# rf2p_fifo_ctl

==> rf2p_fifo_ctl/clock_wires.png <==
Scale bar: 20 µm.
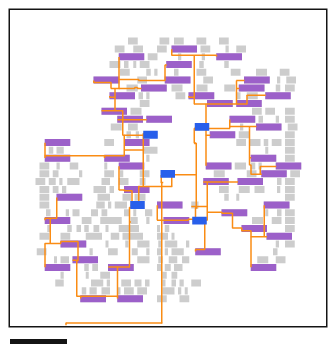

<file path="src/rtl/rf2p_fifo_ctl_pkg.sv">
// rtl/rf2p_fifo_ctl_pkg.sv - RF configuration defaults and derived sizes for the RF2P FIFO controller
package rf2p_fifo_ctl_pkg;

  localparam int DWD_DEF   = 16;
  localparam int AWD_DEF   = 4;
  localparam int DEPTH_DEF = 1 << AWD_DEF;

  // Total occupancy spans RF (0..DEPTH) + staging (0..2) + one in flight.
  function automatic int level_w(input int awd);
    return awd + 2;
  endfunction

endpackage

</file>
<file path="src/rtl/rf2p_stage2.sv">
// rtl/rf2p_stage2.sv - 2-entry FIFO-ordered staging buffer absorbing the RF read latency
module rf2p_stage2 #(
  parameter int DWd = 16
) (
  input  logic           i_clk,
  input  logic           i_rst_n,
  input  logic           i_clr,
  input  logic           i_push,
  input  logic [DWd-1:0] i_push_data,
  input  logic           i_pop,
  output logic [DWd-1:0] o_head,
  output logic [1:0]     o_cnt
);

  logic [DWd-1:0] ent0, ent1;
  logic [1:0]     cnt;

  always_ff @(posedge i_clk or negedge i_rst_n) begin
    if (!i_rst_n) begin
      ent0 <= '0;
      ent1 <= '0;
      cnt  <= '0;
    end else if (i_clr) begin
      cnt <= '0;
    end else begin
      case ({i_push, i_pop})
        2'b10: begin
          if (cnt == 2'd0) ent0 <= i_push_data;
          else             ent1 <= i_push_data;
          if (cnt != 2'd2) cnt <= cnt + 2'd1;
        end
        2'b01: begin
          ent0 <= ent1;
          cnt  <= cnt - 2'd1;
        end
        2'b11: begin
          // Count is unchanged; the new word lands behind whatever remains.
          if (cnt == 2'd1) begin
            ent0 <= i_push_data;
          end else begin
            ent0 <= ent1;
            ent1 <= i_push_data;
          end
        end
        default: ;
      endcase
    end
  end

  assign o_head = ent0;
  assign o_cnt  = cnt;

endmodule

</file>
<file path="src/rtl/rf2p_fifo_ctl.sv">
// rtl/rf2p_fifo_ctl.sv - stream FIFO controller in front of a 2-port RF; RF2P_FIFO_LEVEL_EN adds o_level
module rf2p_fifo_ctl
  import rf2p_fifo_ctl_pkg::*;
#(
  parameter int DWd = DWD_DEF,
  parameter int AWd = AWD_DEF
) (
  input  logic           i_clk,
  input  logic           i_rst_n,
  input  logic           i_clr,
  input  logic           i_in_valid,
  output logic           o_in_ready,
  input  logic [DWd-1:0] i_in_data,
  output logic           o_out_valid,
  input  logic           i_out_ready,
  output logic [DWd-1:0] o_out_data,
  output logic           o_rf_read,
  output logic [AWd-1:0] o_rf_raddr,
  input  logic [DWd-1:0] i_rf_rdata,
  input  logic           i_rf_rvalid,
  output logic           o_rf_write,
  output logic [AWd-1:0] o_rf_waddr,
  output logic [DWd-1:0] o_rf_wdata
`ifdef RF2P_FIFO_LEVEL_EN
  ,
  output logic [level_w(AWd)-1:0] o_level
`endif
);

  localparam logic [AWd:0] DEPTH_CNT = {1'b1, {AWd{1'b0}}};

  logic [AWd-1:0] wptr, rptr;
  logic [AWd:0]   rf_cnt, rf_cnt_nxt;
  logic           inflight;
  logic [1:0]     stg_cnt;
  logic [DWd-1:0] stg_head;
  logic           wr, rd, pop, push;
  logic [2:0]     occ;

  always_comb begin
    o_in_ready  = (rf_cnt != DEPTH_CNT) & ~i_clr;
    wr          = i_in_valid & o_in_ready;
    o_out_valid = (stg_cnt != 2'd0) & ~i_clr;
    pop         = o_out_valid & i_out_ready;
    // Words already committed to staging: resident + arriving now - leaving now.
    occ         = {1'b0, stg_cnt} + {2'b00, inflight} - {2'b00, pop};
    rd          = (rf_cnt != '0) & (occ < 3'd2) & ~i_clr;
    push        = i_rf_rvalid & inflight & ~i_clr;
    rf_cnt_nxt  = rf_cnt;
    case ({wr, rd})
      2'b10:   rf_cnt_nxt = rf_cnt + 1'b1;
      2'b01:   rf_cnt_nxt = rf_cnt - 1'b1;
      default: rf_cnt_nxt = rf_cnt;
    endcase
  end

  always_ff @(posedge i_clk or negedge i_rst_n) begin
    if (!i_rst_n) begin
      wptr     <= '0;
      rptr     <= '0;
      rf_cnt   <= '0;
      inflight <= 1'b0;
    end else if (i_clr) begin
      wptr     <= '0;
      rptr     <= '0;
      rf_cnt   <= '0;
      inflight <= 1'b0;
    end else begin
      if (wr) wptr <= wptr + 1'b1;
      if (rd) rptr <= rptr + 1'b1;
      rf_cnt   <= rf_cnt_nxt;
      inflight <= rd;
    end
  end

  rf2p_stage2 #(.DWd(DWd)) u_stage (
    .i_clk       (i_clk),
    .i_rst_n     (i_rst_n),
    .i_clr       (i_clr),
    .i_push      (push),
    .i_push_data (i_rf_rdata),
    .i_pop       (pop),
    .o_head      (stg_head),
    .o_cnt       (stg_cnt)
  );

  assign o_out_data = stg_head;
  assign o_rf_read  = rd;
  assign o_rf_raddr = rptr;
  assign o_rf_write = wr;
  assign o_rf_waddr = wptr;
  assign o_rf_wdata = i_in_data;

`ifdef RF2P_FIFO_LEVEL_EN
  localparam int LW = level_w(AWd);
  logic [1:0] stg_cnt_nxt;

  assign stg_cnt_nxt = stg_cnt + {1'b0, push} - {1'b0, pop};

  always_ff @(posedge i_clk or negedge i_rst_n) begin
    if (!i_rst_n)    o_level <= '0;
    else if (i_clr)  o_level <= '0;
    else             o_level <= LW'(rf_cnt_nxt) + LW'(stg_cnt_nxt) + LW'(rd);
  end
`endif

endmodule
</file>
<file path="config.mk">
export PLATFORM = sky130hd
export DESIGN_NAME = rf2p_fifo_ctl
export DESIGN_NICKNAME = d
export VERILOG_FILES = /design/src/rtl/rf2p_fifo_ctl_pkg.sv /design/src/rtl/rf2p_stage2.sv /design/src/rtl/rf2p_fifo_ctl.sv
export SDC_FILE = /design/constraint.sdc
export NUM_CORES = 1
export LEC_CHECK = 0
export CELL_PAD_IN_SITES_DETAIL_PLACEMENT = 1
export CELL_PAD_IN_SITES_GLOBAL_PLACEMENT = 2
export CORE_MARGIN = 8
export CORE_UTILIZATION = 28
export DETAILED_ROUTE_END_ITERATION = 8
export PLACE_DENSITY = 0.81
export SLEW_MARGIN = 30
export SYNTH_ARGS = -nofsm -noshare
export SYNTH_HDL_FRONTEND = slang
export SYNTH_SLANG_ARGS = --single-unit
</file>
<file path="constraint.sdc">
create_clock -name i_clk -period 5.3 [get_ports i_clk]
set_input_delay 0.795 -clock i_clk [delete_from_list [all_inputs] [get_ports i_clk]]
set_output_delay 0.795 -clock i_clk [all_outputs]
set_load 0.005 [all_outputs]
</file>
# multi_edge_detect

**config.mk**
```make
export PLATFORM = sky130hd
export DESIGN_NAME = multi_edge_detect
export DESIGN_NICKNAME = d
export VERILOG_FILES = /design/src/rtl/multi_edge_detect.sv
export SDC_FILE = /design/constraint.sdc
export NUM_CORES = 1
export LEC_CHECK = 0
export ABC_CLOCK_PERIOD_IN_PS = 2090
export CAP_MARGIN = 10
export CORE_MARGIN = 5
export CORE_UTILIZATION = 40
export DETAILED_ROUTE_END_ITERATION = 8
export PLACE_DENSITY_LB_ADDON = 0.15
export SLEW_MARGIN = 10
export SYNTH_ARGS = -nofsm -noshare
export SYNTH_HDL_FRONTEND = slang
export SYNTH_SLANG_ARGS = --single-unit
```
**constraint.sdc**
```tcl
create_clock -name clk -period 2.09 [get_ports clk]
set_clock_uncertainty 0.15 [all_clocks]
set_input_delay 0.418 -clock clk [delete_from_list [all_inputs] [get_ports clk]]
set_output_delay 0.418 -clock clk [all_outputs]
set_load 0.02 [all_outputs]
```
**src/rtl/multi_edge_detect.sv**
```systemverilog
// rtl/multi_edge_detect.sv - multi-channel synchronised edge detector with sticky flags and saturating counts
module multi_edge_detect #(
    parameter int WIDTH       = 4,
    parameter int SYNC_STAGES = 2,
    parameter int CNT_W       = 8
) (
    input  logic                   clk,
    input  logic                   reset,
    input  logic [WIDTH-1:0]       din,
    input  logic [1:0]             mode,
    input  logic [WIDTH-1:0]       clr,
    output logic [WIDTH-1:0]       pulse,
    output logic [WIDTH-1:0]       sticky,
    output logic [WIDTH*CNT_W-1:0] count,
    output logic                   any_evt
);

    localparam int ARM_MAX = SYNC_STAGES + 1;
    localparam int ARM_W   = $clog2(ARM_MAX + 1);
    localparam logic [ARM_W-1:0] ARM_DONE = ARM_W'(ARM_MAX);
    localparam logic [CNT_W-1:0] CNT_MAX  = '1;

    logic [SYNC_STAGES-1:0][WIDTH-1:0] sync_q;
    logic [WIDTH-1:0]                  hist_q;
    logic [WIDTH-1:0]                  pulse_q, pulse_d;
    logic [WIDTH-1:0]                  sticky_q, sticky_d;
    logic [WIDTH-1:0][CNT_W-1:0]       count_q, count_d;
    logic [ARM_W-1:0]                  arm_q, arm_d;

    logic             armed;
    logic [WIDTH-1:0] rise, fall, qual;

    // Detection stays masked until the synchroniser and history flops hold post-reset data.
    always_comb begin
        armed = (arm_q == ARM_DONE);
        arm_d = armed ? arm_q : arm_q + 1'b1;
    end

    always_comb begin
        rise = sync_q[SYNC_STAGES-1] & ~hist_q;
        fall = ~sync_q[SYNC_STAGES-1] & hist_q;
        case (mode)
            2'b01:   qual = rise;
            2'b10:   qual = fall;
            2'b11:   qual = rise | fall;
            default: qual = '0;
        endcase
        pulse_d  = armed ? qual : '0;
        sticky_d = pulse_q | (sticky_q & ~clr);
    end

    always_comb begin
        count_d = count_q;
        for (int i = 0; i < WIDTH; i++) begin
            if (clr[i]) begin
                count_d[i] = CNT_W'(pulse_q[i]);
            end else if (pulse_q[i] && (count_q[i] != CNT_MAX)) begin
                count_d[i] = count_q[i] + 1'b1;
            end
        end
    end

    always_ff @(posedge clk or negedge reset) begin
        if (!reset) begin
            sync_q   <= '0;
            hist_q   <= '0;
            pulse_q  <= '0;
            sticky_q <= '0;
            count_q  <= '0;
            arm_q    <= '0;
        end else begin
            sync_q   <= {sync_q[SYNC_STAGES-2:0], din};
            hist_q   <= sync_q[SYNC_STAGES-1];
            pulse_q  <= pulse_d;
            sticky_q <= sticky_d;
            count_q  <= count_d;
            arm_q    <= arm_d;
        end
    end

    assign pulse   = pulse_q;
    assign sticky  = sticky_q;
    assign count   = count_q;
    assign any_evt = |pulse_q;

endmodule

```
# sync_ram_dp_be

File: src/rtl/sync_ram_pkg.sv
// Shared types and helpers for the byte-enabled simple dual-port RAM.
// Imported by the clear controller and the RAM top level.
package sync_ram_pkg;

    typedef enum logic {
        READ_FIRST  = 1'b0,
        WRITE_FIRST = 1'b1
    } rdw_mode_e;

    typedef enum logic {
        CLEAR = 1'b0,
        READY = 1'b1
    } ram_state_e;

    function automatic int byte_count(input int data_width);
        return data_width / 8;
    endfunction

endpackage

File: src/rtl/ram_clear_ctrl.sv
// Clear-on-reset sequencer: sweeps every address once after reset, then
// parks in READY until the next reset.
module ram_clear_ctrl
    import sync_ram_pkg::*;
#(
    parameter int ADDR_WIDTH = 4
) (
    input  logic                  clk,
    input  logic                  rst,
    output logic                  clr_we,
    output logic [ADDR_WIDTH-1:0] clr_addr,
    output logic                  init_done,
    output ram_state_e            state
);

    ram_state_e            r_state;
    ram_state_e            w_state_nxt;
    logic [ADDR_WIDTH-1:0] r_cnt;
    logic [ADDR_WIDTH-1:0] w_cnt_nxt;

    always_ff @(posedge clk) begin
        if (rst) begin
            r_state <= CLEAR;
            r_cnt   <= '0;
        end else begin
            r_state <= w_state_nxt;
            r_cnt   <= w_cnt_nxt;
        end
    end

    // Clear writes are suppressed while rst is held so a reset never
    // advances or disturbs the sweep.
    always_comb begin
        w_state_nxt = r_state;
        w_cnt_nxt   = r_cnt;
        clr_we      = 1'b0;
        case (r_state)
            CLEAR: begin
                clr_we    = ~rst;
                w_cnt_nxt = r_cnt + 1'b1;
                if (r_cnt == '1) begin
                    w_state_nxt = READY;
                end
            end
            READY: begin
                w_state_nxt = READY;
            end
            default: begin
                w_state_nxt = CLEAR;
            end
        endcase
    end

    assign clr_addr  = r_cnt;
    assign init_done = (r_state == READY);
    assign state     = r_state;

endmodule

File: src/rtl/sync_ram_dp_be.sv
// Simple dual-port RAM with byte enables, 1- or 2-cycle read latency,
// selectable read-during-write policy and a hardware clear after reset.
module sync_ram_dp_be
    import sync_ram_pkg::*;
#(
    parameter int ADDR_WIDTH = 4,
    parameter int DATA_WIDTH = 8,
    parameter int RD_LATENCY = 1,
    parameter int RDW_MODE   = 0
) (
    input  logic                    clk,
    input  logic                    rst,
    input  logic                    wr_en,
    input  logic [ADDR_WIDTH-1:0]   wr_addr,
    input  logic [DATA_WIDTH-1:0]   wr_data,
    input  logic [DATA_WIDTH/8-1:0] wr_be,
    input  logic                    rd_en,
    input  logic [ADDR_WIDTH-1:0]   rd_addr,
    output logic [DATA_WIDTH-1:0]   rd_data,
    output logic                    rd_valid,
    output logic                    init_done
);

    localparam int        DEPTH = 2 ** ADDR_WIDTH;
    localparam int        NB    = byte_count(DATA_WIDTH);
    localparam rdw_mode_e MODE  = (RDW_MODE == 1) ? WRITE_FIRST : READ_FIRST;

    if ((DATA_WIDTH % 8) != 0 || DATA_WIDTH == 0) begin : g_bad_width
        $error("sync_ram_dp_be: DATA_WIDTH must be a non-zero multiple of 8");
    end
    if (RD_LATENCY != 1 && RD_LATENCY != 2) begin : g_bad_latency
        $error("sync_ram_dp_be: RD_LATENCY must be 1 or 2");
    end
    if (RDW_MODE != 0 && RDW_MODE != 1) begin : g_bad_mode
        $error("sync_ram_dp_be: RDW_MODE must be 0 or 1");
    end

    logic [DATA_WIDTH-1:0] r_mem [DEPTH];

    logic                  w_clr_we;
    logic [ADDR_WIDTH-1:0] w_clr_addr;
    ram_state_e            w_state;
    logic                  w_ready;

    ram_clear_ctrl #(
        .ADDR_WIDTH (ADDR_WIDTH)
    ) u_clear_ctrl (
        .clk       (clk),
        .rst       (rst),
        .clr_we    (w_clr_we),
        .clr_addr  (w_clr_addr),
        .init_done (init_done),
        .state     (w_state)
    );

    assign w_ready = (w_state == READY) && !rst;

    // Write port: the clear sweep owns the array until READY.
    logic [NB-1:0]         w_mem_we;
    logic [ADDR_WIDTH-1:0] w_mem_addr;
    logic [DATA_WIDTH-1:0] w_mem_wdata;

    always_comb begin
        w_mem_we    = '0;
        w_mem_addr  = wr_addr;
        w_mem_wdata = wr_data;
        if (w_clr_we) begin
            w_mem_we    = '1;
            w_mem_addr  = w_clr_addr;
            w_mem_wdata = '0;
        end else if (w_ready && wr_en) begin
            w_mem_we = wr_be;
        end
    end

    always_ff @(posedge clk) begin
        for (int i = 0; i < NB; i++) begin
            if (w_mem_we[i]) begin
                r_mem[w_mem_addr][8*i +: 8] <= w_mem_wdata[8*i +: 8];
            end
        end
    end

    // Read port. Handshake: rd_en is a request with no backpressure; each
    // request accepted in READY yields exactly one rd_valid pulse RD_LATENCY
    // edges later, and rd_data holds between pulses.
    logic                  w_rd_fire;
    logic                  w_collide;
    logic [DATA_WIDTH-1:0] w_old;
    logic [DATA_WIDTH-1:0] w_merged;
    logic [DATA_WIDTH-1:0] w_rd_word;

    assign w_rd_fire = w_ready && rd_en;
    assign w_collide = w_ready && wr_en && (wr_addr == rd_addr);
    assign w_old     = r_mem[rd_addr];

    always_comb begin
        w_merged = w_old;
        for (int i = 0; i < NB; i++) begin
            if (wr_be[i]) begin
                w_merged[8*i +: 8] = wr_data[8*i +: 8];
            end
        end
    end

    assign w_rd_word = (MODE == WRITE_FIRST && w_collide) ? w_merged : w_old;

    logic [DATA_WIDTH-1:0] r_rd_data;
    logic                  r_rd_valid;

    if (RD_LATENCY == 1) begin : g_lat1
        always_ff @(posedge clk) begin
            if (rst) begin
                r_rd_data  <= '0;
                r_rd_valid <= 1'b0;
            end else begin
                r_rd_valid <= w_rd_fire;
                if (w_rd_fire) begin
                    r_rd_data <= w_rd_word;
                end
            end
        end
    end else begin : g_lat2
        logic                  r_s1_valid;
        logic [DATA_WIDTH-1:0] r_s1_data;

        always_ff @(posedge clk) begin
            if (rst) begin
                r_s1_valid <= 1'b0;
                r_s1_data  <= '0;
                r_rd_data  <= '0;
                r_rd_valid <= 1'b0;
            end else begin
                r_s1_valid <= w_rd_fire;
                if (w_rd_fire) begin
                    r_s1_data <= w_rd_word;
                end
                r_rd_valid <= r_s1_valid;
                if (r_s1_valid) begin
                    r_rd_data <= r_s1_data;
                end
            end
        end
    end

    assign rd_data  = r_rd_data;
    assign rd_valid = r_rd_valid;

endmodule
File: config.mk
export PLATFORM = sky130hd
export DESIGN_NAME = sync_ram_dp_be
export DESIGN_NICKNAME = d
export VERILOG_FILES = /design/src/rtl/sync_ram_pkg.sv /design/src/rtl/ram_clear_ctrl.sv /design/src/rtl/sync_ram_dp_be.sv
export SDC_FILE = /design/constraint.sdc
export NUM_CORES = 1
export LEC_CHECK = 0
export ABC_AREA = 1
export CORE_MARGIN = 1.5
export CORE_UTILIZATION = 31
export DETAILED_ROUTE_END_ITERATION = 7
export GPL_TIMING_DRIVEN = 0
export SETUP_SLACK_MARGIN = 0.4
export SYNTH_ARGS = -nofsm -noshare
export SYNTH_HDL_FRONTEND = slang
export SYNTH_SLANG_ARGS = --single-unit
export TNS_END_PERCENT = 100
File: constraint.sdc
create_clock -name clk -period 4.4 [get_ports clk]
set_input_delay 0.88 -clock clk [delete_from_list [all_inputs] [get_ports clk]]
set_output_delay 0.88 -clock clk [all_outputs]
set_load 0.01 [all_outputs]
# asrm_ram_subword_responder

==> config.mk <==
export PLATFORM = sky130hd
export DESIGN_NAME = asrm_ram_subword_responder
export DESIGN_NICKNAME = d
export VERILOG_FILES = /design/src/rtl/asrm_ram_subword_responder_pkg.sv /design/src/rtl/asrm_ram_subword_responder_lane_merge.sv /design/src/rtl/asrm_ram_subword_responder.sv
export SDC_FILE = /design/constraint.sdc
export NUM_CORES = 1
export LEC_CHECK = 0
export CORE_UTILIZATION = 46
export DETAILED_ROUTE_END_ITERATION = 7
export PLACE_DENSITY = 0.91
export SLEW_MARGIN = 0
export SYNTH_ARGS = -nofsm -noshare
export SYNTH_HDL_FRONTEND = slang
export SYNTH_SLANG_ARGS = --single-unit
==> constraint.sdc <==
create_clock -name clk -period 5.2 [get_ports clk]
set_input_delay 1.04 -clock clk [delete_from_list [all_inputs] [get_ports clk]]
set_output_delay 1.04 -clock clk [all_outputs]
set_load 0.03 [all_outputs]
==> src/rtl/asrm_ram_subword_responder_pkg.sv <==
// Shared encodings for the asrm blocks: access size codes, responder FSM states,
// and the effective-lane-width helper.
package asrm_ram_subword_responder_pkg;

   localparam logic [1:0] SIZE_FULL = 2'b00;
   localparam logic [1:0] SIZE_32   = 2'b01;
   localparam logic [1:0] SIZE_16   = 2'b10;
   localparam logic [1:0] SIZE_8    = 2'b11;

   typedef enum logic [1:0] {
      ST_IDLE    = 2'd0,
      ST_ISSUE   = 2'd1,
      ST_CAPTURE = 2'd2,
      ST_DONE    = 2'd3
   } asrm_state_t;

   // A requested width that is not narrower than the RAM word degrades to a full-word access.
   function automatic logic [3:0] eff_bytes(input logic [1:0] size, input int word_bytes);
      int nb;
      case (size)
         SIZE_32: nb = 4;
         SIZE_16: nb = 2;
         SIZE_8:  nb = 1;
         default: nb = word_bytes;
      endcase
      if (nb >= word_bytes) nb = word_bytes;
      return 4'(nb);
   endfunction

endpackage

==> src/rtl/asrm_ram_subword_responder_lane_merge.sv <==
// asrm_lane_merge: combinational little-endian lane extract (zero-extended)
// and read-modify-write merge of a sub-word lane into a RAM word.
module asrm_lane_merge
   import asrm_ram_subword_responder_pkg::*;
#(
   parameter int wordsize = 16
) (
   input  logic [wordsize-1:0] i_word,
   input  logic [wordsize-1:0] i_wdata,
   input  logic [3:0]          i_off,
   input  logic [3:0]          i_nbytes,
   output logic [wordsize-1:0] o_extract,
   output logic [wordsize-1:0] o_merged
);

   localparam int NB = wordsize / 8;

   int w_off;
   int w_nb;

   assign w_off = int'(i_off);
   assign w_nb  = int'(i_nbytes);

   // b walks output bytes, s walks source bytes; only the lane pairs ever match.
   always_comb begin
      o_extract = '0;
      o_merged  = i_word;
      for (int b = 0; b < NB; b++) begin
         for (int s = 0; s < NB; s++) begin
            if (b < w_nb && s == w_off + b)
               o_extract[b*8 +: 8] = i_word[s*8 +: 8];
            if (b >= w_off && b < w_off + w_nb && s == b - w_off)
               o_merged[b*8 +: 8] = i_wdata[s*8 +: 8];
         end
      end
   end

endmodule

==> src/rtl/asrm_ram_subword_responder.sv <==
// CPU-to-RAM responder handling full-word and sub-word reads/writes on a
// one-cycle-latency RAM, using read-modify-write for narrow stores.
//
// state      | meaning
// IDLE       | waiting for req; latches the access when req is high
// ISSUE      | ram_addr presented; full-word write commits here
// CAPTURE    | ram_dout valid; read lane registered or narrow write merged
// DONE       | ack pulse, then back to IDLE
module asrm_ram_subword_responder
   import asrm_ram_subword_responder_pkg::*;
#(
   parameter int wordsize   = 16,
   parameter int addr_width = 16
) (
   input  logic                  clk,
   input  logic                  reset,
   input  logic                  req,
   input  logic                  we,
   input  logic [1:0]            size,
   input  logic [addr_width-1:0] addr,
   input  logic [wordsize-1:0]   wdata,
   output logic [wordsize-1:0]   rdata,
   output logic                  ack,
   output logic                  busy,
   output logic [addr_width-1:0] ram_addr,
   output logic                  ram_we,
   output logic [wordsize-1:0]   ram_din,
   input  logic [wordsize-1:0]   ram_dout
);

   localparam int NBYTES = wordsize / 8;
   localparam int OFFW   = $clog2(NBYTES);

   asrm_state_t           r_state;
   asrm_state_t           w_next;
   logic                  r_we;
   logic                  r_full;
   logic [3:0]            r_nb;
   logic [3:0]            r_off;
   logic [wordsize-1:0]   r_wdata;
   logic [addr_width-1:0] r_ram_addr;
   logic [wordsize-1:0]   r_rdata;

   logic [3:0]            w_nb;
   logic [3:0]            w_low;
   logic [3:0]            w_off;
   logic                  w_ram_we;
   logic [wordsize-1:0]   w_ram_din;
   logic [wordsize-1:0]   w_extract;
   logic [wordsize-1:0]   w_merged;

   assign w_nb  = eff_bytes(size, NBYTES);
   assign w_low = 4'(addr & addr_width'(NBYTES - 1));
   assign w_off = w_low & ~(w_nb - 4'd1);

   asrm_lane_merge #(.wordsize(wordsize)) u_lane (
      .i_word    (ram_dout),
      .i_wdata   (r_wdata),
      .i_off     (r_off),
      .i_nbytes  (r_nb),
      .o_extract (w_extract),
      .o_merged  (w_merged)
   );

   always_ff @(posedge clk) begin
      if (!reset) begin
         r_state    <= ST_IDLE;
         r_we       <= 1'b0;
         r_full     <= 1'b0;
         r_nb       <= '0;
         r_off      <= '0;
         r_wdata    <= '0;
         r_ram_addr <= '0;
         r_rdata    <= '0;
      end else begin
         r_state <= w_next;
         if (r_state == ST_IDLE && req) begin
            r_we       <= we;
            r_full     <= (w_nb == 4'(NBYTES));
            r_nb       <= w_nb;
            r_off      <= w_off;
            r_wdata    <= wdata;
            r_ram_addr <= addr >> OFFW;
         end
         if (r_state == ST_CAPTURE && !r_we)
            r_rdata <= w_extract;
      end
   end

   always_comb begin
      w_next    = r_state;
      w_ram_we  = 1'b0;
      w_ram_din = '0;
      case (r_state)
         ST_IDLE: begin
            if (req) w_next = ST_ISSUE;
         end
         ST_ISSUE: begin
            if (r_we && r_full) begin
               w_ram_we  = 1'b1;
               w_ram_din = r_wdata;
               w_next    = ST_DONE;
            end else begin
               w_next = ST_CAPTURE;
            end
         end
         ST_CAPTURE: begin
            if (r_we) begin
               w_ram_we  = 1'b1;
               w_ram_din = w_merged;
            end
            w_next = ST_DONE;
         end
         ST_DONE: w_next = ST_IDLE;
         default: w_next = ST_IDLE;
      endcase
   end

   // Gating with reset keeps an aborted write from landing on the abort edge.
   assign ram_we   = w_ram_we & reset;
   assign ram_din  = reset ? w_ram_din : '0;
   assign ram_addr = r_ram_addr;
   assign rdata    = r_rdata;
   assign ack      = (r_state == ST_DONE);
   assign busy     = (r_state != ST_IDLE);

endmodule

# ball_round_ctrl

[config.mk]
export PLATFORM = sky130hd
export DESIGN_NAME = ball_round_ctrl
export DESIGN_NICKNAME = d
export VERILOG_FILES = /design/src/rtl/ball_round_ctrl.sv
export SDC_FILE = /design/constraint.sdc
export NUM_CORES = 1
export LEC_CHECK = 0
export CAP_MARGIN = 10
export CORE_MARGIN = 8
export CORE_UTILIZATION = 45
export CTS_CLUSTER_SIZE = 16
export DETAILED_ROUTE_END_ITERATION = 8
export PLACE_DENSITY = 0.71
export SLEW_MARGIN = 20
export SYNTH_ARGS = -nofsm -noshare
export SYNTH_HDL_FRONTEND = slang
export SYNTH_SLANG_ARGS = --single-unit
[constraint.sdc]
create_clock -name clk -period 2.2 [get_ports clk]
set_clock_uncertainty 0.2 [all_clocks]
set_input_delay 0.33 -clock clk [delete_from_list [all_inputs] [get_ports clk]]
set_output_delay 0.33 -clock clk [all_outputs]
set_load 0.03 [all_outputs]
[src/rtl/ball_round_ctrl.sv]
// Game-level round sequencer for the three-ball breakout datapath.
// Tracks serve/play/miss/end states, live balls, lives and the one-shot multi-ball split.
module ball_round_ctrl #(
   parameter logic [1:0] LIVES        = 2'd3,
   parameter logic [7:0] SERVE_FRAMES = 8'd60,
   parameter logic [4:0] SPLIT_CNT    = 5'd1,
   parameter logic [4:0] TOTAL_BRICKS = 5'd20
) (
   input  logic       clk,
   input  logic       reset,
   input  logic       vsync,
   input  logic       start,
   input  logic [2:0] miss,
   input  logic [4:0] collision_cnt,
   output logic [2:0] ball_en,
   output logic       freeze,
   output logic       serve,
   output logic       split,
   output logic [1:0] lives,
   output logic [2:0] state,
   output logic       game_over,
   output logic       win
);

   typedef enum logic [2:0] {
      S_IDLE  = 3'd0,
      S_SERVE = 3'd1,
      S_PLAY  = 3'd2,
      S_MISS  = 3'd3,
      S_OVER  = 3'd4,
      S_WIN   = 3'd5
   } state_t;

   state_t     state_q, state_d;
   logic [2:0] ball_en_q, ball_en_d;
   logic       freeze_q, freeze_d;
   logic       serve_q, serve_d;
   logic       split_q, split_d;
   logic [1:0] lives_q, lives_d;
   logic       game_over_q, game_over_d;
   logic       win_q, win_d;
   logic [7:0] frame_cnt_q, frame_cnt_d;
   logic       split_done_q, split_done_d;
   logic       vsync_q, start_q;

   logic       frame_tick, start_rise;
   logic [2:0] en_n;

   // Falling vsync edge: the same instant the ball engine steps.
   assign frame_tick = vsync_q & ~vsync;
   assign start_rise = ~start_q & start;
   assign en_n       = ball_en_q & ~miss;

   always_comb begin
      state_d      = state_q;
      ball_en_d    = ball_en_q;
      lives_d      = lives_q;
      frame_cnt_d  = frame_cnt_q;
      split_done_d = split_done_q;
      serve_d      = 1'b0;
      split_d      = 1'b0;

      case (state_q)
         S_IDLE: begin
            ball_en_d    = 3'b001;
            split_done_d = 1'b0;
            if (start_rise) begin
               lives_d     = LIVES;
               frame_cnt_d = 8'd0;
               state_d     = S_SERVE;
            end
         end
         S_SERVE: begin
            ball_en_d = 3'b001;
            if (frame_tick) begin
               frame_cnt_d = frame_cnt_q + 8'd1;
               if (frame_cnt_q == SERVE_FRAMES - 8'd1) begin
                  serve_d = 1'b1;
                  state_d = S_PLAY;
               end
            end
         end
         S_PLAY: begin
            if (frame_tick) begin
               // Win beats miss, and losing the last ball beats the split.
               if (collision_cnt >= TOTAL_BRICKS) begin
                  state_d = S_WIN;
               end else if (en_n == 3'b000) begin
                  state_d = S_MISS;
               end else if (!split_done_q && (collision_cnt >= SPLIT_CNT) && en_n[0]) begin
                  ball_en_d    = 3'b111;
                  split_d      = 1'b1;
                  split_done_d = 1'b1;
               end else begin
                  ball_en_d = en_n;
               end
            end
         end
         S_MISS: begin
            if (lives_q <= 2'd1) begin
               lives_d = 2'd0;
               state_d = S_OVER;
            end else begin
               lives_d     = lives_q - 2'd1;
               ball_en_d   = 3'b001;
               frame_cnt_d = 8'd0;
               state_d     = S_SERVE;
            end
         end
         S_OVER, S_WIN: begin
            if (start_rise) begin
               ball_en_d = 3'b001;
               state_d   = S_IDLE;
            end
         end
         default: begin
            ball_en_d = 3'b001;
            state_d   = S_IDLE;
         end
      endcase

      freeze_d    = (state_d != S_PLAY);
      game_over_d = (state_d == S_OVER);
      win_d       = (state_d == S_WIN);
   end

   always_ff @(posedge clk) begin
      if (reset) begin
         state_q      <= S_IDLE;
         ball_en_q    <= 3'b001;
         freeze_q     <= 1'b1;
         serve_q      <= 1'b0;
         split_q      <= 1'b0;
         lives_q      <= LIVES;
         game_over_q  <= 1'b0;
         win_q        <= 1'b0;
         frame_cnt_q  <= 8'd0;
         split_done_q <= 1'b0;
         vsync_q      <= 1'b0;
         start_q      <= 1'b0;
      end else begin
         state_q      <= state_d;
         ball_en_q    <= ball_en_d;
         freeze_q     <= freeze_d;
         serve_q      <= serve_d;
         split_q      <= split_d;
         lives_q      <= lives_d;
         game_over_q  <= game_over_d;
         win_q        <= win_d;
         frame_cnt_q  <= frame_cnt_d;
         split_done_q <= split_done_d;
         vsync_q      <= vsync;
         start_q      <= start;
      end
   end

   assign ball_en   = ball_en_q;
   assign freeze    = freeze_q;
   assign serve     = serve_q;
   assign split     = split_q;
   assign lives     = lives_q;
   assign state     = state_q;
   assign game_over = game_over_q;
   assign win       = win_q;

endmodule

==> rf2p_fifo_ctl/closeup.png <==
Region (35, 35) to (75, 75) µm. Cells in grey, sequential cells in the stronger grey; small squares are vias.
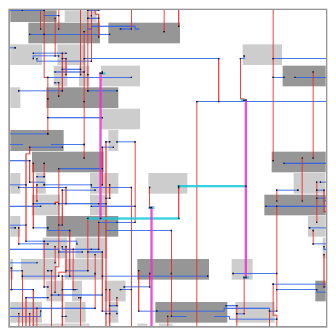
[cyan] M3
[red] M2
[blue] M1
[magenta] M4
cells with their middle in the window: 41
sequential cells in the window: 12
most frequent: dfrtp_1 (12), clkbuf_8 (6), nor2_1 (4)
netlist names of flops here include: u_stage.ent1 (5), rf_cnt (4), u_stage.o_head (2)

About rf2p_fifo_ctl/clock_wires.png:
[blue] clock-net drivers | count: 5
[purple] flip-flops | count: 48
[orange] clock wires | length: 729 µm
routed clock nets: 6
Clk. pwr: 0.000237 W
clk latency late pin: 0.30 ns
Post-Route Skew: 0.00867 ns
clock share of power: 14.6%

==> run summary, rf2p_fifo_ctl <==
run results: IR drop worst, VDD=0.165 mV, Fin. Hold Viols=0, CP startpoint=i_out_ready, Worst Setup End Kind=output pin, switch share=36.4%, inverter count=6, critical path arrival=3.78 ns, Synth flops=48, CP max stage delay=0.55 ns, Dominant comb cell=multiplexers, WHS Endpoint=u_stage.ent1[1], Synth cell types=36, clock buffers=6, FP Util=28.7%, met3 routed WL=303 µm, Max clock buf depth=2, Initial DRC Count=56, Buffers excl. clock=52, fin area=0.00307 mm², vias in the first global route=1,930, DRC=0, combinational share of power=48.2%, Antenna Violating Nets Remaining=0, CP required=4.51 ns, crit-path cells=clkdlybuf4s50_1 -> nor3b_2 -> ha_1 -> nand2b_1 -> fa_1 -> xnor2_1 -> o211ai_4 -> nor2_1 -> clkdlybuf4s50_1, core area=0.00864 mm², HPWL Detailed=4010 µm, Syn Nets=275, outcome=finished clean, Non-Clock Buffer Area Fraction=16.5%, Placed Instance Area=0.00298 mm², mux share=14.5%, logic share of the area=36.1%
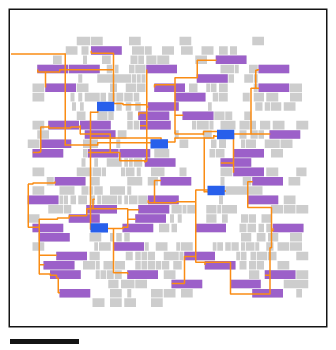
(multi_edge_detect/clock_wires.png)
Scale bar: 20 µm.
[blue] clock-net drivers | count: 5
[purple] flip-flops | count: 54
[orange] clock wires | length: 692 µm
routed clock nets: 6
flops lie: spread over the die
Clk. pwr: 0.000700 W
clock share of power: 32.0%
clk latency late pin: 0.31 ns

==> run summary, multi_edge_detect <==
run results: met1 wire length=2640 µm, Non-Clock Buffer Area Fraction=17.0%, synthesized instance count=260, nets=341, IR drop worst, VDD=0.380 mV, worst slack, placed=0.224 ns, synth cell count leaders=54 x dfrtp_1, 28 x nand2_1, 20 x a21oi_1, OpenROAD warning count=30, internal reg-to-reg setup slack=0.31 ns, Post-CTS Hold Buffers=1, ys cells=260, Crit. path cell count=2, WHS Endpoint=sync_q[7], Startpoint Class=flop, row cnt=29, Synth flops=54, CP startpoint=pulse[0], logic share of the area=35.5%, met3 routed WL=257 µm, CP max stage delay=0.61 ns, Highest Clock Rate=497 MHz, initial antenna violation count=0, most frequent logic cell in the layout=dfrtp_1, outcome=finished clean, RSZ-0062 raised after global routing=false, HP Start=sync_q[3], die width=92.0 µm
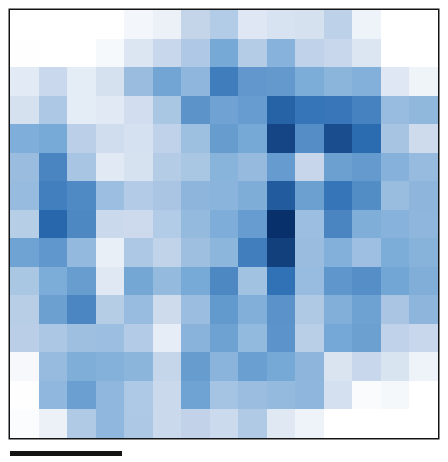
(asrm_ram_subword_responder/route_heat.png)
Scale bar: 20 µm. 15 x 15 tiles, from white (low) to dark blue (high), scaled to the fullest tile. Values are wire area over tile area, all layers added.
nearly empty tiles: 7.6%
tiles over half the peak: 27%
fullest tile: 0.48
drt wl/cell: 14.8 µm
GR Util All Layers: 23.2%

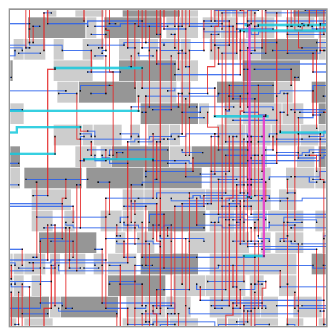
(asrm_ram_subword_responder/closeup.png)
Region (18, 18) to (58, 58) µm. Cells in grey, sequential cells in the stronger grey; small squares are vias.
[blue] M1
[magenta] M4
[cyan] M3
[red] M2
sequential cells in the window: 19
most frequent: nand2_1 (19), dfxtp_1 (19), a21boi_0 (11)
netlist names of flops here include: r_wdata (12), r_nb (2), rdata (2)
cells with their middle in the window: 107

==> run summary, asrm_ram_subword_responder <==
run results: outcome=finished clean, dominant cells by area after synthesis=dfxtp_1 42%, nand2_1 10%, a21boi_0 9.4%, nor2b_1 4.7%, mux2i_1 3.5%, Power Sequential=0.000531 W, row cnt=26, Crit. path cell count=5, flop share of the area=29.5%, Seq/Total Area, Yosys=42.4%, switch share=36.6%, pin count of the biggest net entering global routing=56, Met2 Routed Length=3200 µm, inverter count=3, GRT busiest layer=met2, Placed Instance Area=0.00355 mm², yosys aoi share=24.3%, RePlAce Congestion=0.826, Ys Warns=0, CTS HTree Levels=2, logic share of the area=37.4%, fin area=0.00366 mm², slew at the pin closest to its max-slew limit=1.13 ns, CP required=4.16 ns, Highest Clock Rate=243 MHz, post-CTS sizing=0, hold slack=0.467 ns, sequential share of power=41.1%
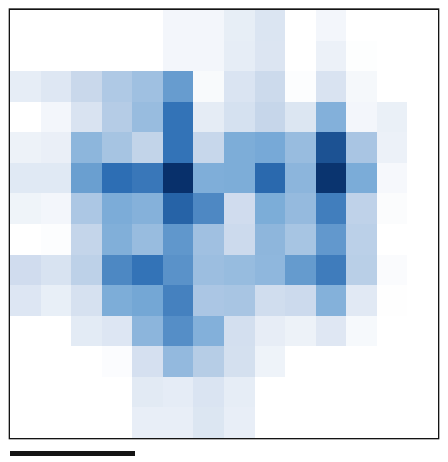
(ball_round_ctrl/route_heat.png)
Scale bar: 20 µm. 14 x 14 tiles, from white (low) to dark blue (high), scaled to the fullest tile. Values are wire area over tile area, all layers added.
densest ninth of the die: centre
nearly empty tiles: 34%
emptiest ninth of the die: lower right
final WL: 3240 µm
GR Util All Layers: 15.4%
drt wl/cell: 15.1 µm
Vias: 1,254

==> run summary, ball_round_ctrl <==
run results: CP max stage cell=clkdlybuf4s50_1, clock share of power=25.4%, internal reg-to-reg setup slack=0.19 ns, Clk. pwr=0.000190 W, global route overflow=0, outcome=finished clean, share of layout cells above drive strength 1=18.5%, OpenROAD warning count=26, leakage power=0.640 nW, Mean Syn Cell Area=8.74 µm², met3 Use GR=3.39%, mux share=0.806%, nets=199, crit path time final=2.06 ns, CTS Buf Count=3
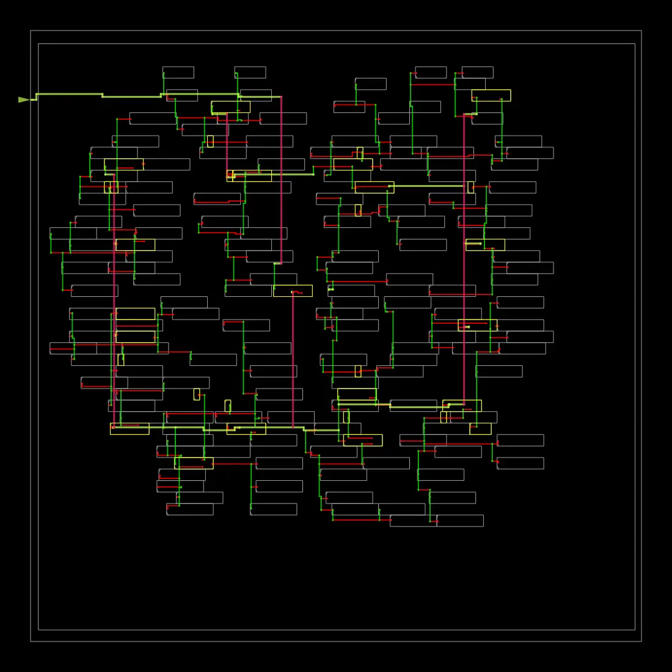
(sync_ram_dp_be/clock_nets.png)
Post-Route Skew: 0.00904 ns
seq_cells: 142
CTS Buf Count: 17

==> run summary, sync_ram_dp_be <==
run results: outcome=finished clean, CP Class=in -> reg, post-route non-filler standard cell count=953, cell type with the largest total area=edfxtp_1, Syn Std Cell Area=0.00621 mm², final worst setup slack=1.52 ns, Worst Setup End Kind=flop, setup violators final=0, Vias=4,265, post-DR vias/cell=4.48, share of layout cells above drive strength 1=8.87%, first-pass GRT wire length=22,000 µm, fin area=0.00734 mm², internal reg-to-reg setup slack=2.16 ns, inverter count=105, diode count=0, Hold Path Class=reg -> reg, leakage power=3.07 nW, asr flop ratio synth=0%, drt wl/cell=15.2 µm, Clk. pwr=0.00127 W, met3 routed WL=688 µm, Port Buffers=27, HP Start=u_clear_ctrl.clr_addr[3], pin count of the biggest net entering global routing=17, P_sw=0.000646 W, synthesized instance count=628, Max Used Layer=met4, Syn Nets=650, Tcrit/Tclk final=65.4%, Top reg by flops=r_mem, die area=0.0209 mm², GR Util All Layers=15.0%, Highest Clock Rate=348 MHz, WHS Endpoint=u_clear_ctrl.clr_addr[3], Buffers excl. clock=54, critical path arrival=2.92 ns, r2r endpoint=r_mem[15][1], crit path time final=2.88 ns, Clock Tree Root=clkbuf_16, slew at the pin closest to its max-slew limit=1.30 ns, crit-path max FO=10, cell internal pwr=0.00232 W

==> gallery <==
The metal 3 layer.
shot_01.png
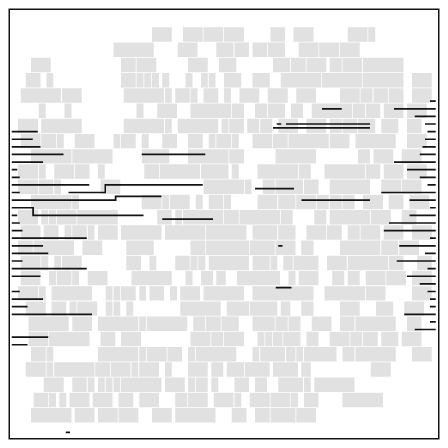
shot_02.png
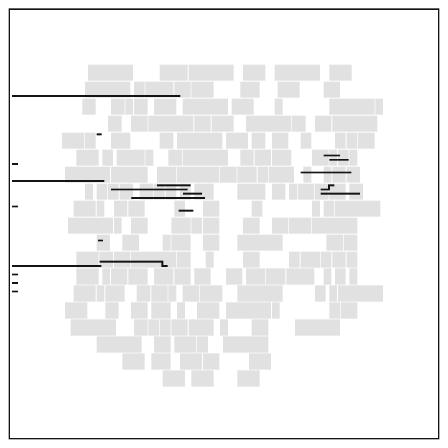
shot_03.png
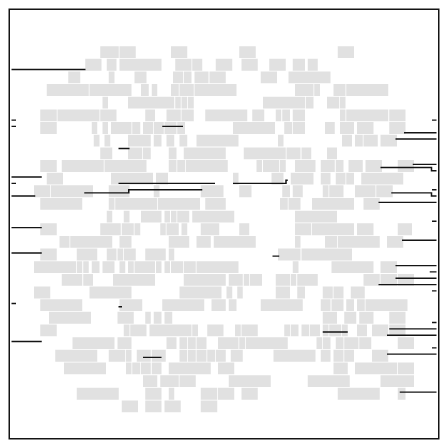
shot_04.png
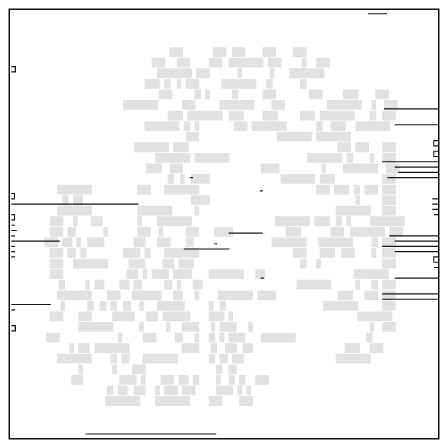
shot_05.png
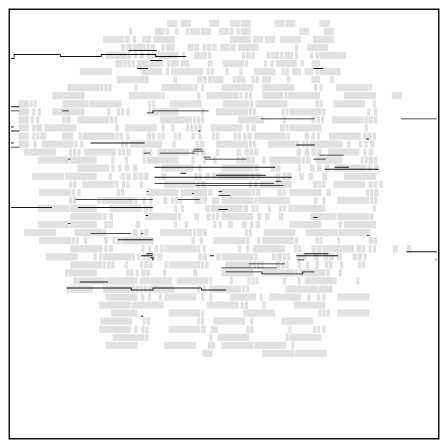
rf2p_fifo_ctl -> shot_04.png
multi_edge_detect -> shot_03.png
ball_round_ctrl -> shot_02.png
asrm_ram_subword_responder -> shot_01.png
sync_ram_dp_be -> shot_05.png


# sensor_arbiter

==> sensor_arbiter/closeup.png <==
Region (84, 84) to (124, 124) µm. Cells in grey, sequential cells in the stronger grey; small squares are vias.
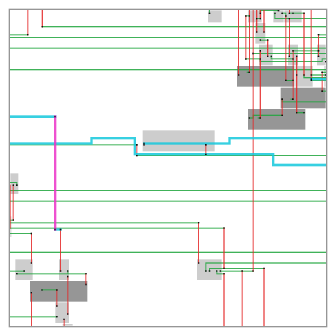
==> sensor_arbiter/clock_wires.png <==
Scale bar: 50 µm.
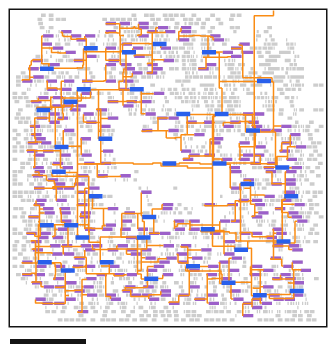
<file path="src/rtl/sensor_arbiter.sv">
// Round-robin arbiter that drains per-sensor one-deep hold registers onto a
// single FIFO write stream, counting samples dropped while a channel is still full.
module sensor_arbiter #(
  parameter int NUM_SENSORS = 8,
  parameter int DATA_WIDTH  = 32,
  parameter int ID_WIDTH    = 3
) (
  input  logic                              clk,
  input  logic                              reset,
  input  logic                              enable,
  input  logic [NUM_SENSORS*DATA_WIDTH-1:0] sensor_value,
  input  logic [NUM_SENSORS-1:0]            data_available,
  input  logic                              fifo_full,
  output logic [DATA_WIDTH-1:0]             sensor_value_out,
  output logic [ID_WIDTH-1:0]               sensor_id,
  output logic                              write,
  output logic [NUM_SENSORS-1:0]            pending,
  output logic [15:0]                       overflow_count
);

  localparam int CW = $clog2(NUM_SENSORS + 1);
  localparam logic [ID_WIDTH-1:0] LAST_ID = ID_WIDTH'(NUM_SENSORS - 1);
  localparam logic [ID_WIDTH:0]   NUM_EXT = (ID_WIDTH + 1)'(NUM_SENSORS);

  logic [DATA_WIDTH-1:0]  hold_q [NUM_SENSORS];
  logic [DATA_WIDTH-1:0]  hold_d [NUM_SENSORS];
  logic [NUM_SENSORS-1:0] pending_q, pending_d;
  logic [ID_WIDTH-1:0]    rr_q, rr_d;
  logic [DATA_WIDTH-1:0]  out_q, out_d;
  logic [ID_WIDTH-1:0]    id_q, id_d;
  logic                   write_q, write_d;
  logic [15:0]            ovf_q, ovf_d;

  logic                   grant_found_s;
  logic                   grant_s;
  logic [ID_WIDTH-1:0]    grant_id_s;
  logic [ID_WIDTH:0]      idx_s;
  logic [NUM_SENSORS-1:0] strobe_s;
  logic [NUM_SENSORS-1:0] grant_vec_s;
  logic [CW-1:0]          drops_s;
  logic [16:0]            ovf_sum_s;

  // Round-robin search: walking downward so the lowest offset from rr_q wins.
  always_comb begin
    grant_found_s = 1'b0;
    grant_id_s    = {ID_WIDTH{1'b0}};
    idx_s         = {(ID_WIDTH + 1){1'b0}};
    for (int k = NUM_SENSORS - 1; k >= 0; k--) begin
      idx_s = {1'b0, rr_q} + (ID_WIDTH + 1)'(k);
      if (idx_s >= NUM_EXT) begin
        idx_s = idx_s - NUM_EXT;
      end else begin
        idx_s = idx_s;
      end
      if (pending_q[idx_s[ID_WIDTH-1:0]]) begin
        grant_found_s = 1'b1;
        grant_id_s    = idx_s[ID_WIDTH-1:0];
      end else begin
        grant_found_s = grant_found_s;
      end
    end
  end

  assign grant_s     = grant_found_s & ~fifo_full;
  assign strobe_s    = data_available & {NUM_SENSORS{enable}};
  assign grant_vec_s = grant_s ? (NUM_SENSORS'(1) << grant_id_s) : {NUM_SENSORS{1'b0}};

  // Hold-register capture, drain and drop accounting.
  always_comb begin
    hold_d    = hold_q;
    pending_d = pending_q;
    drops_s   = {CW{1'b0}};
    for (int i = 0; i < NUM_SENSORS; i++) begin
      if (strobe_s[i] && (!pending_q[i] || grant_vec_s[i])) begin
        hold_d[i]    = sensor_value[i*DATA_WIDTH +: DATA_WIDTH];
        pending_d[i] = 1'b1;
      end else if (strobe_s[i]) begin
        drops_s = drops_s + CW'(1);
      end else if (grant_vec_s[i]) begin
        pending_d[i] = 1'b0;
      end else begin
        pending_d[i] = pending_q[i];
      end
    end
    ovf_sum_s = {1'b0, ovf_q} + 17'(drops_s);
    if (ovf_sum_s[16]) begin
      ovf_d = 16'hFFFF;
    end else begin
      ovf_d = ovf_sum_s[15:0];
    end
  end

  // Next values of the registered write port and the round-robin pointer.
  always_comb begin
    out_d   = out_q;
    id_d    = id_q;
    write_d = 1'b0;
    rr_d    = rr_q;
    if (grant_s) begin
      out_d   = hold_q[grant_id_s];
      id_d    = grant_id_s;
      write_d = 1'b1;
      if (grant_id_s == LAST_ID) begin
        rr_d = {ID_WIDTH{1'b0}};
      end else begin
        rr_d = grant_id_s + ID_WIDTH'(1);
      end
    end else begin
      write_d = 1'b0;
    end
  end

  // State registers with synchronous reset.
  always_ff @(posedge clk) begin
    if (reset) begin
      for (int i = 0; i < NUM_SENSORS; i++) begin
        hold_q[i] <= {DATA_WIDTH{1'b0}};
      end
      pending_q <= {NUM_SENSORS{1'b0}};
      rr_q      <= {ID_WIDTH{1'b0}};
      out_q     <= {DATA_WIDTH{1'b0}};
      id_q      <= {ID_WIDTH{1'b0}};
      write_q   <= 1'b0;
      ovf_q     <= 16'h0000;
    end else begin
      hold_q    <= hold_d;
      pending_q <= pending_d;
      rr_q      <= rr_d;
      out_q     <= out_d;
      id_q      <= id_d;
      write_q   <= write_d;
      ovf_q     <= ovf_d;
    end
  end

  assign sensor_value_out = out_q;
  assign sensor_id        = id_q;
  assign write            = write_q;
  assign pending          = pending_q;
  assign overflow_count   = ovf_q;

endmodule

</file>
<file path="config.mk">
export PLATFORM = sky130hd
export DESIGN_NAME = sensor_arbiter
export DESIGN_NICKNAME = d
export VERILOG_FILES = /design/src/rtl/sensor_arbiter.sv
export SDC_FILE = /design/constraint.sdc
export NUM_CORES = 1
export LEC_CHECK = 0
export CORE_UTILIZATION = 35
export DETAILED_ROUTE_END_ITERATION = 16
export SYNTH_ARGS = -nofsm -noshare
export SYNTH_HDL_FRONTEND = slang
export SYNTH_SLANG_ARGS = --single-unit
export TNS_END_PERCENT = 5
</file>
<file path="constraint.sdc">
create_clock -name clk -period 10.93 [get_ports clk]
set_input_delay 2.186 -clock clk [delete_from_list [all_inputs] [get_ports clk]]
set_output_delay 2.186 -clock clk [all_outputs]
set_load 0.05 [all_outputs]
</file>
==> run summary <==
run results: outcome=finished clean, WHS Endpoint=hold_q[77], Vias=13,778, drt pass-1 iters=5, GRT busiest layer=met2, met3 Use GR=3.71%, leakage power=7.44 nW, Max clock buf depth=3, switch share=45.4%, Combinational Gates=1,357, Area leader share=42.7%, FP Util=35.6%, Min-Delay Path Depth=2, inverter count=19, flop share of the area=32.2%, cells on worst reg2reg path=46, post-synth area from yosys stat=0.0150 mm², FF/Latch Area=0.00639 mm², Port Buffers=327, Top reg by flops=hold_q, Buffers excl. clock=343, Seq/Total Area, Yosys=42.7%, P_sw=0.00258 W, Placed Cells=2,577, Mean Syn Cell Area=8.12 µm², core area=0.0420 mm², Crit path top cell by count=ha_1, crit path time final=9.84 ns, most frequent logic cell in the layout=nand2_1, r2r endpoint=overflow_count[15], r2r startpoint=rr_q[1], clock buffers=58, post-CTS sizing=0, Non-Clock Buffer Area Fraction=17.2%, critical path arrival=10.30 ns, post-layout util=47.1%, slew at the pin closest to its max-slew limit=1.10 ns, Placed Instance Area=0.0186 mm², Max Used Layer=met5, pin count of the biggest net entering global routing=173, crit path to=overflow_count[15], CP startpoint=rr_q[1], Tcrit/Tclk final=90.0%
About sensor_arbiter/closeup.png:
[cyan] M3
[magenta] M4
[green] M1
[red] M2
most frequent: a21oi_1 (4), nand2_1 (4), dfxtp_1 (4)
cells with their middle in the window: 18
netlist names of flops here include: hold_q (4)
sequential cells in the window: 4

About sensor_arbiter/clock_wires.png:
[blue] clock-net drivers | count: 38
[orange] clock wires | length: 4,360 µm
[purple] flip-flops | count: 319
flops lie: spread over the die
routed clock nets: 39
clk latency late pin: 0.55 ns
Post-Route Skew: 0.0135 ns
clock share of power: 21.9%
Clk. pwr: 0.00124 W



==> gallery <==
Routed clock nets over the placement.
(a)
Scale bar: 50 µm.
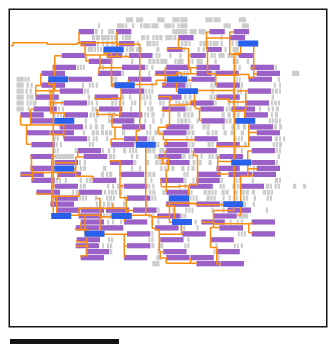
(b)
Scale bar: 20 µm.
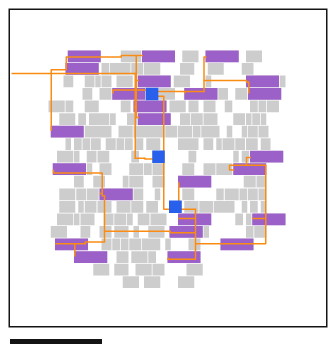
(c)
Scale bar: 20 µm.
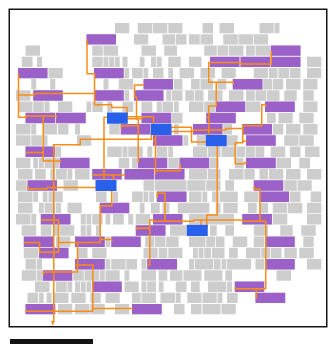
The one with the smallest die is (b).
The one with the most sequential cells is (a).
(b) is ball_round_ctrl.
(c) is asrm_ram_subword_responder.
(a) is sync_ram_dp_be.

Key to (c):
[orange] clock wires | length: 623 µm
[blue] clock-net drivers | count: 5
[purple] flip-flops | count: 54
flops lie: spread over the die
routed clock nets: 6

No activity file was given, so power comes from the tool's default toggle rates.
